######## branch_pc_unit ########
Figure 1. I/O nets highlighted (branch_pc_unit).
The bar under the picture is 20 um long.
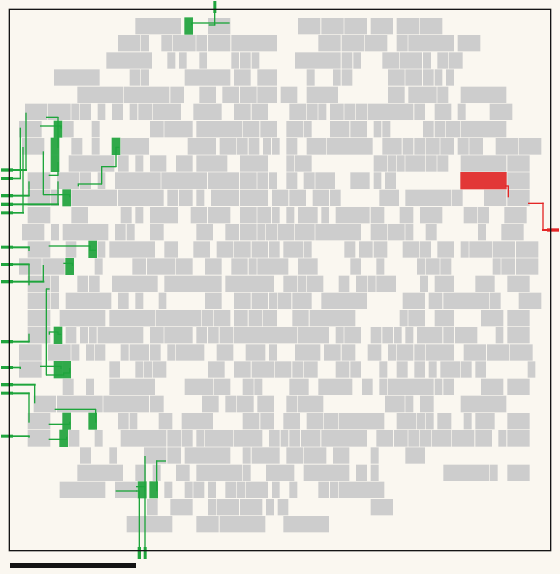

`src/rtl/branch_pc_unit.sv`:
```
// branch_pc_unit: program counter with jump redirect and two-cycle branch resolve.
// Ports: CLK, RST (sync, active-high), stall, br_valid, br_pc, br_offset, R,
//   jmp, jmp_target in; PC, flush, busy out; taken_count out with BRANCH_COUNT_EN.
// Optional feature macro: BRANCH_COUNT_EN (saturating taken-branch counter).
module branch_pc_unit (
    input  logic        CLK,
    input  logic        RST,
    input  logic        stall,
    input  logic        br_valid,
    input  logic [15:0] br_pc,
    input  logic [15:0] br_offset,
    input  logic        R,
    input  logic        jmp,
    input  logic [15:0] jmp_target,
`ifdef BRANCH_COUNT_EN
    output logic [15:0] taken_count,
`endif
    output logic [15:0] PC,
    output logic        flush,
    output logic        busy
);

    typedef enum logic {RUN, RESOLVE} state_t;

    state_t      state;
    logic [15:0] lat_pc;
    logic [15:0] lat_off;

    always_ff @(posedge CLK) begin
        if (RST) begin
            state   <= RUN;
            PC      <= 16'h0000;
            flush   <= 1'b0;
            busy    <= 1'b0;
            lat_pc  <= 16'h0000;
            lat_off <= 16'h0000;
        end else if (stall) begin
            flush <= 1'b0;
        end else begin
            unique case (state)
                RUN: begin
                    if (jmp) begin
                        PC    <= jmp_target;
                        flush <= 1'b1;
                    end else if (br_valid) begin
                        lat_pc  <= br_pc;
                        lat_off <= br_offset;
                        flush   <= 1'b0;
                        busy    <= 1'b1;
                        state   <= RESOLVE;
                    end else begin
                        PC    <= PC + 16'd1;
                        flush <= 1'b0;
                    end
                end
                RESOLVE: begin
                    // Carry out of the 16-bit sum is dropped on purpose.
                    if (R) begin
                        PC    <= lat_pc + lat_off;
                        flush <= 1'b1;
                    end else begin
                        PC    <= lat_pc + 16'd1;
                        flush <= 1'b0;
                    end
                    busy  <= 1'b0;
                    state <= RUN;
                end
            endcase
        end
    end

`ifdef BRANCH_COUNT_EN
    always_ff @(posedge CLK) begin
        if (RST) begin
            taken_count <= 16'h0000;
        end else if (!stall && state == RESOLVE && R &&
                     taken_count != 16'hFFFF) begin
            taken_count <= taken_count + 16'd1;
        end
    end
`endif

endmodule

```
`config.mk`:
```
export PLATFORM = sky130hd
export DESIGN_NAME = branch_pc_unit
export DESIGN_NICKNAME = d
export VERILOG_FILES = /design/src/rtl/branch_pc_unit.sv
export SDC_FILE = /design/constraint.sdc
export NUM_CORES = 1
export LEC_CHECK = 0
export ABC_CLOCK_PERIOD_IN_PS = 2900
export CORE_UTILIZATION = 45
export DETAILED_ROUTE_END_ITERATION = 7
export PLACE_DENSITY = 0.73
export SYNTH_ARGS = -nofsm -noshare
export SYNTH_HDL_FRONTEND = slang
export SYNTH_SLANG_ARGS = --single-unit
```
`constraint.sdc`:
```
create_clock -name CLK -period 2.9 [get_ports CLK]
set_clock_uncertainty 0.05 [all_clocks]
set_input_delay 0.58 -clock CLK [delete_from_list [all_inputs] [get_ports CLK]]
set_output_delay 0.58 -clock CLK [all_outputs]
set_load 0.005 [all_outputs]
```
######## conv_sat_narrow_stage ########
===== src/rtl/conv_pkg.sv =====
// Shared types and clamp bounds for the saturating narrowing stage.
// Bounds are 33-bit signed so they compare directly against any signed or unsigned 32-bit source.
package conv_pkg;

   typedef enum logic [1:0] {
      W8  = 2'b00,
      W16 = 2'b01,
      W32 = 2'b10
   } conv_width_e;

   localparam logic signed [32:0] S8_MIN  = -33'sd128;
   localparam logic signed [32:0] S8_MAX  = 33'sd127;
   localparam logic signed [32:0] S16_MIN = -33'sd32768;
   localparam logic signed [32:0] S16_MAX = 33'sd32767;
   localparam logic signed [32:0] S32_MIN = -33'sd2147483648;
   localparam logic signed [32:0] S32_MAX = 33'sd2147483647;
   localparam logic signed [32:0] U8_MAX  = 33'sd255;
   localparam logic signed [32:0] U16_MAX = 33'sd65535;
   localparam logic signed [32:0] U32_MAX = 33'sh0_FFFF_FFFF;

endpackage


===== src/rtl/conv_sat_clamp.sv =====
// Combinational clamp of a 33-bit signed value into an 8/16/32-bit signed or unsigned range.
// Result is returned already sign- or zero-extended to 32 bits.
module conv_sat_clamp
   import conv_pkg::*;
(
   input  logic signed [32:0] i_val,
   input  logic [1:0]         i_width,
   input  logic               i_out_signed,
   output logic [31:0]        o_data,
   output logic               o_sat
);

   logic signed [32:0] w_min;
   logic signed [32:0] w_max;
   logic signed [32:0] w_clamped;

   always_comb begin
      w_min = '0;
      w_max = U32_MAX;
      case (i_width)
         W8: begin
            w_min = i_out_signed ? S8_MIN : '0;
            w_max = i_out_signed ? S8_MAX : U8_MAX;
         end
         W16: begin
            w_min = i_out_signed ? S16_MIN : '0;
            w_max = i_out_signed ? S16_MAX : U16_MAX;
         end
         // The reserved code 2'b11 is treated as a 32-bit target.
         default: begin
            w_min = i_out_signed ? S32_MIN : '0;
            w_max = i_out_signed ? S32_MAX : U32_MAX;
         end
      endcase
   end

   always_comb begin
      w_clamped = i_val;
      o_sat     = 1'b0;
      if (i_val < w_min) begin
         w_clamped = w_min;
         o_sat     = 1'b1;
      end else if (i_val > w_max) begin
         w_clamped = w_max;
         o_sat     = 1'b1;
      end
   end

   // An in-range signed value already carries its sign in bit 31 up; unsigned ranges have zeros there.
   assign o_data = w_clamped[31:0];

endmodule


===== src/rtl/conv_sat_narrow_stage.sv =====
// Two-stage saturating narrowing pipeline with a global-stall valid/ready handshake and
// a sticky count of clamped beats accepted downstream.
module conv_sat_narrow_stage
   import conv_pkg::*;
#(
   parameter int CNT_W = 16
) (
   input  logic             clk,
   input  logic             rst,
   input  logic             in_valid,
   output logic             in_ready,
   input  logic [31:0]      in_data,
   input  logic             in_signed,
   input  logic [1:0]       in_width,
   input  logic             in_out_signed,
   output logic             out_valid,
   input  logic             out_ready,
   output logic [31:0]      out_data,
   output logic             out_sat,
   output logic [CNT_W-1:0] sat_count,
   input  logic             sat_clr
);

   // Handshake: a beat moves across a port on a rising edge where valid && ready are both high.
   // Both stages advance together whenever the output register is empty or being drained.
   logic               w_advance;
   logic               r_s1_valid;
   logic signed [32:0] r_s1_val;
   logic [1:0]         r_s1_width;
   logic               r_s1_out_signed;
   logic [31:0]        w_clamp_data;
   logic               w_clamp_sat;

   assign w_advance = !out_valid || out_ready;
   assign in_ready  = w_advance;

   always_ff @(posedge clk or posedge rst) begin
      if (rst) begin
         r_s1_valid      <= 1'b0;
         r_s1_val        <= '0;
         r_s1_width      <= '0;
         r_s1_out_signed <= 1'b0;
      end else if (w_advance) begin
         r_s1_valid <= in_valid;
         if (in_valid) begin
            r_s1_val        <= in_signed ? {in_data[31], in_data} : {1'b0, in_data};
            r_s1_width      <= in_width;
            r_s1_out_signed <= in_out_signed;
         end
      end
   end

   conv_sat_clamp u_clamp (
      .i_val        (r_s1_val),
      .i_width      (r_s1_width),
      .i_out_signed (r_s1_out_signed),
      .o_data       (w_clamp_data),
      .o_sat        (w_clamp_sat)
   );

   always_ff @(posedge clk or posedge rst) begin
      if (rst) begin
         out_valid <= 1'b0;
         out_data  <= '0;
         out_sat   <= 1'b0;
      end else if (w_advance) begin
         out_valid <= r_s1_valid;
         if (r_s1_valid) begin
            out_data <= w_clamp_data;
            out_sat  <= w_clamp_sat;
         end
      end
   end

   always_ff @(posedge clk or posedge rst) begin
      if (rst) begin
         sat_count <= '0;
      end else if (sat_clr) begin
         sat_count <= '0;
      end else if (out_valid && out_ready && out_sat && (sat_count != {CNT_W{1'b1}})) begin
         sat_count <= sat_count + 1'b1;
      end
   end

endmodule

===== config.mk =====
export PLATFORM = sky130hd
export DESIGN_NAME = conv_sat_narrow_stage
export DESIGN_NICKNAME = d
export VERILOG_FILES = /design/src/rtl/conv_pkg.sv /design/src/rtl/conv_sat_clamp.sv /design/src/rtl/conv_sat_narrow_stage.sv
export SDC_FILE = /design/constraint.sdc
export NUM_CORES = 1
export LEC_CHECK = 0
export CORE_ASPECT_RATIO = 1.4
export CORE_MARGIN = 1
export CORE_UTILIZATION = 52
export DETAILED_ROUTE_END_ITERATION = 16
export GPL_TIMING_DRIVEN = 1
export PLACE_DENSITY_LB_ADDON = 0.12
export SYNTH_ARGS = -nofsm -noshare
export SYNTH_HDL_FRONTEND = slang
export SYNTH_SLANG_ARGS = --single-unit

===== constraint.sdc =====
create_clock -name clk -period 4.7 [get_ports clk]
set_clock_uncertainty 0.05 [all_clocks]
set_input_delay 0.47 -clock clk [delete_from_list [all_inputs] [get_ports clk]]
set_output_delay 0.47 -clock clk [all_outputs]
set_load 0.03 [all_outputs]


==> gallery <==
Congestion heat map.
Plate I
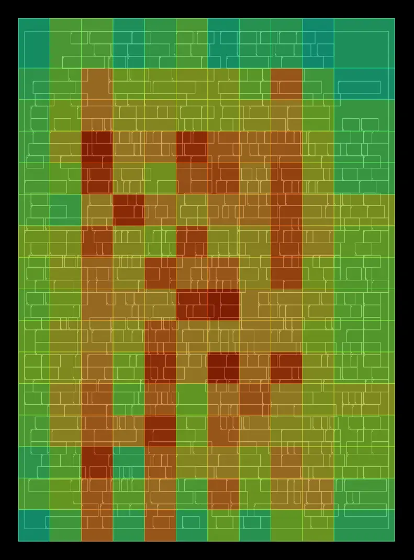
Plate II
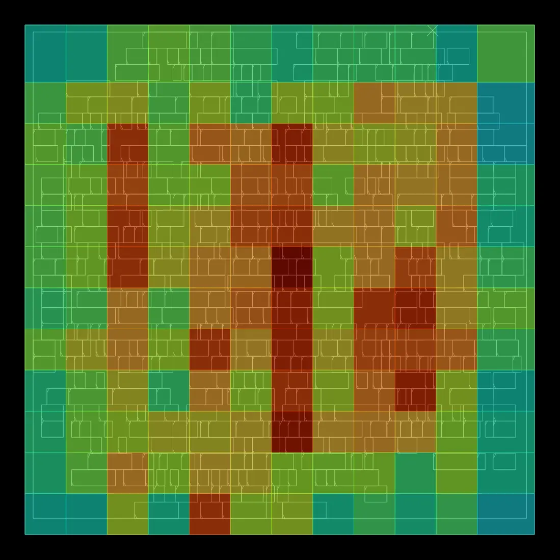
Of these, most wire per cell: Plate I
- conv_sat_narrow_stage = Plate I
- branch_pc_unit = Plate II

Figure 2. Routed metal, one colour a layer (conv_sat_narrow_stage).
Two of the layers only.
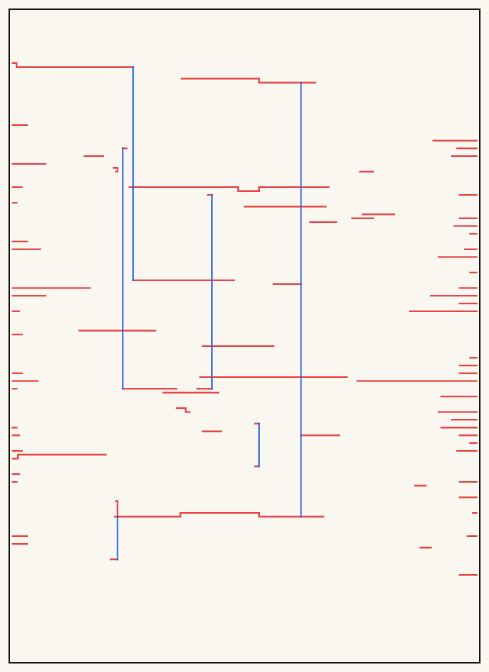
Blue shows metal 4, wire length 205 um. Red shows metal 3, wire length 481 um.
via count: 3725
GR Util All Layers: 0.252
Avg WL per Cell: 16.8 um
Post-Route WL: 10700 um

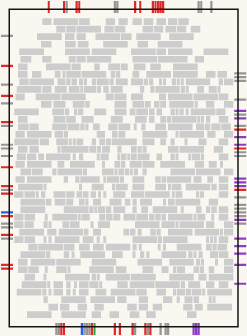
Figure 3: conv_sat_narrow_stage, pin map.
Pins as bars across the die edge, other pins in grey.
Blue shows `in_width`, pins 2, direction input, edge 1 left, 1 bottom. Green shows `in_out_signed`, pins 1, direction input, edge bottom. Red shows `in_data`, pins 32, direction input, edge 11 top, 10 left, 8 bottom, 3 right. Purple shows `sat_count`, pins 16, direction output, edge 13 right, 3 bottom.
All pins by edge: 30 right, 23 bottom, 22 left, 17 top.
Port Buf Inserts: 91
vertical die size: 114 um

==> out/results.ini, conv_sat_narrow_stage <==
[logic_synthesis]
synth_area_sq_um = 4690
synthesis.nets = 526

[critical_path]
endpoint = out_data[16]
startpoint = r_s1_width[1]
worstSetupPathType = reg -> reg
path_depth = 11
worst-r2r-cell-count = 11
end_kind = flop
r2r-end = out_data[16]
cp.arrival_ns = 4.36

[die]
design.core.area_sq_um = 8660

[power_and_ir_drop]
switching_share = 0.382
powerClk_w = 0.000724
p_comb_frac = 0.405
p_int_w = 0.00188

[detailed_routing]
first_pass_iters = 4
top_layer_used = met4
first_iter_violations = 159
ant_nets = 0

[clocking]
clock-sinks = 87
cts_setup_buffers = 0
cts_tree = done
ctsHoldBuffers = 0
cts_root_buffer = clkbuf_16

[final_timing]
min_period_ns = 4.23
tightest_slew_ns = 0.874

[layout]
drive_gt1_frac = 0.126
design.seq.count = 87
final_core_util = 0.692
final-nonclk-buf-share = 0.156
areaGrowthSynthToFinish_pct = 27.7
final_nets = 613

[outcome]
status = finished clean

## conv_sat_narrow_stage: cells by family after synthesis
family                     Yosys count  synth area share
and+or+nand+nor                    165             0.175
DFF                                 87             0.464
AOI/OAI and AO/OA                   64            0.0995
adders and majority gates           45             0.119
muxes                               37            0.0893
buffers and inverters               27            0.0232
xor gates and xnor gates            16            0.0299
## conv_sat_narrow_stage: flip-flops by register name, indices dropped and copies added, names as in the netlist
name,count
out_data,32
out_sat,1
out_valid,1
r_s1_out_signed,1
r_s1_val,33
r_s1_valid,1
r_s1_width,2
sat_count,16
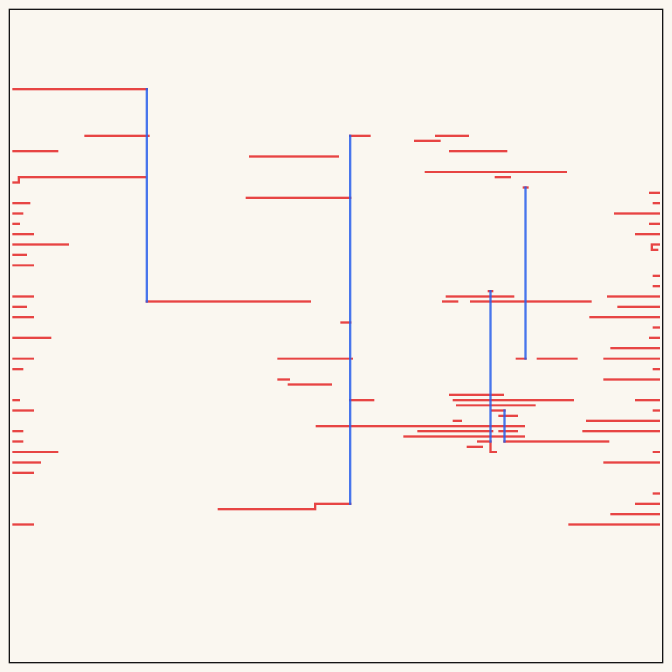
Figure 4: branch_pc_unit, routed metal, one colour a layer.
Two of the layers only.
Blue shows metal 4, wire length 122 um. Red shows metal 3, wire length 481 um.
Post-Route WL: 8540 um
via count: 3272
GR Util All Layers: 0.235
Avg WL per Cell: 14.3 um

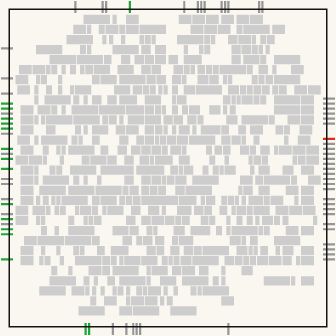
Figure 5: branch_pc_unit, pin map.
Pins as bars across the die edge, other pins in grey.
Green shows `br_offset`, pins 16, direction input, edge 13 left, 2 bottom, 1 top. Red shows `flush`, pins 1, direction output, edge right.
All pins by edge: 27 right, 24 left, 13 top, 8 bottom.
Port Buf Inserts: 71
vertical die size: 85.5 um
width of the die: 85.5 um

## Picture notes: Figure 1
Red shows `flush`, bits 1, direction output, edge right, end cells 1, wire 9.40 um. Green shows `br_offset`, bits 16, direction input, edge 13 left, 2 bottom, 1 top, end cells 16, wire 217 um.
io pins: 72

==> out/results.ini, branch_pc_unit <==
[outcome]
status = finished with violations
violations = design-rule violations

[clocking]
worstSkewPairLatency_ns = 0.31
cts_tree = done
cts_setup_buffers = 0

[job]
cap_violations = 0

[critical_path]
rrSetupSlack_ns = 0.39
crit_path_top_delay_cell = or4b_1

[global_route]
use_met2 = 0.398
grt_max_degree = 46

[detailed_routing]
first_iter_violations = 129
first_pass_iters = 6
drc_errors = 1

[logic_synthesis]
synth_flops = 51
synth_area_sq_um = 3140

[final_timing]
tightest_slew_ns = 0.505
setup_viol = 0
grt_setup_unrepaired = false
min_period_ns = 2.55

[layout]
logic_gates = 337
fillers = 588

[branch_pc_unit: tightest hold or removal path: cells and delay by family (launching register included)]
| family | cells | cell delay [ns] |
|---|---|---|
| AOI/OAI and AO/OA | 1 | 0.05 |
| DFF | 1 | 0.32 |
| and+or+nand+nor | 1 | 0.05 |
[branch_pc_unit: kinds of logic after synthesis]
logic type	count (synthesis)	synth area share
multiplexers	4	0.0132
XOR/XNOR	15	0.0419
AND/OR/NAND/NOR	173	0.254
buffers and inverters	30	0.0391
AND-OR/OR-AND	128	0.256
flip-flops	51	0.325
adder cells (fa/ha/maj)	17	0.0702


==> layout pictures side by side <==
Met3 routing.
(a)
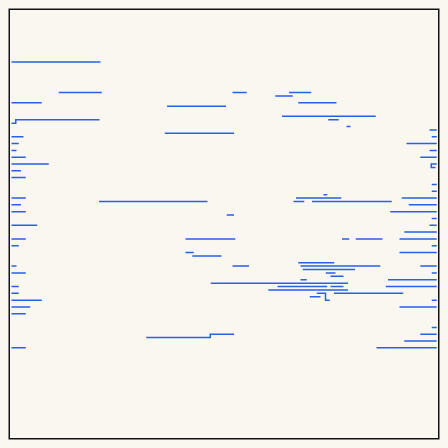
(b)
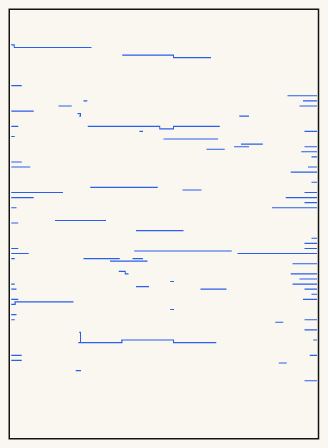
conv_sat_narrow_stage is (b).
branch_pc_unit is (a).

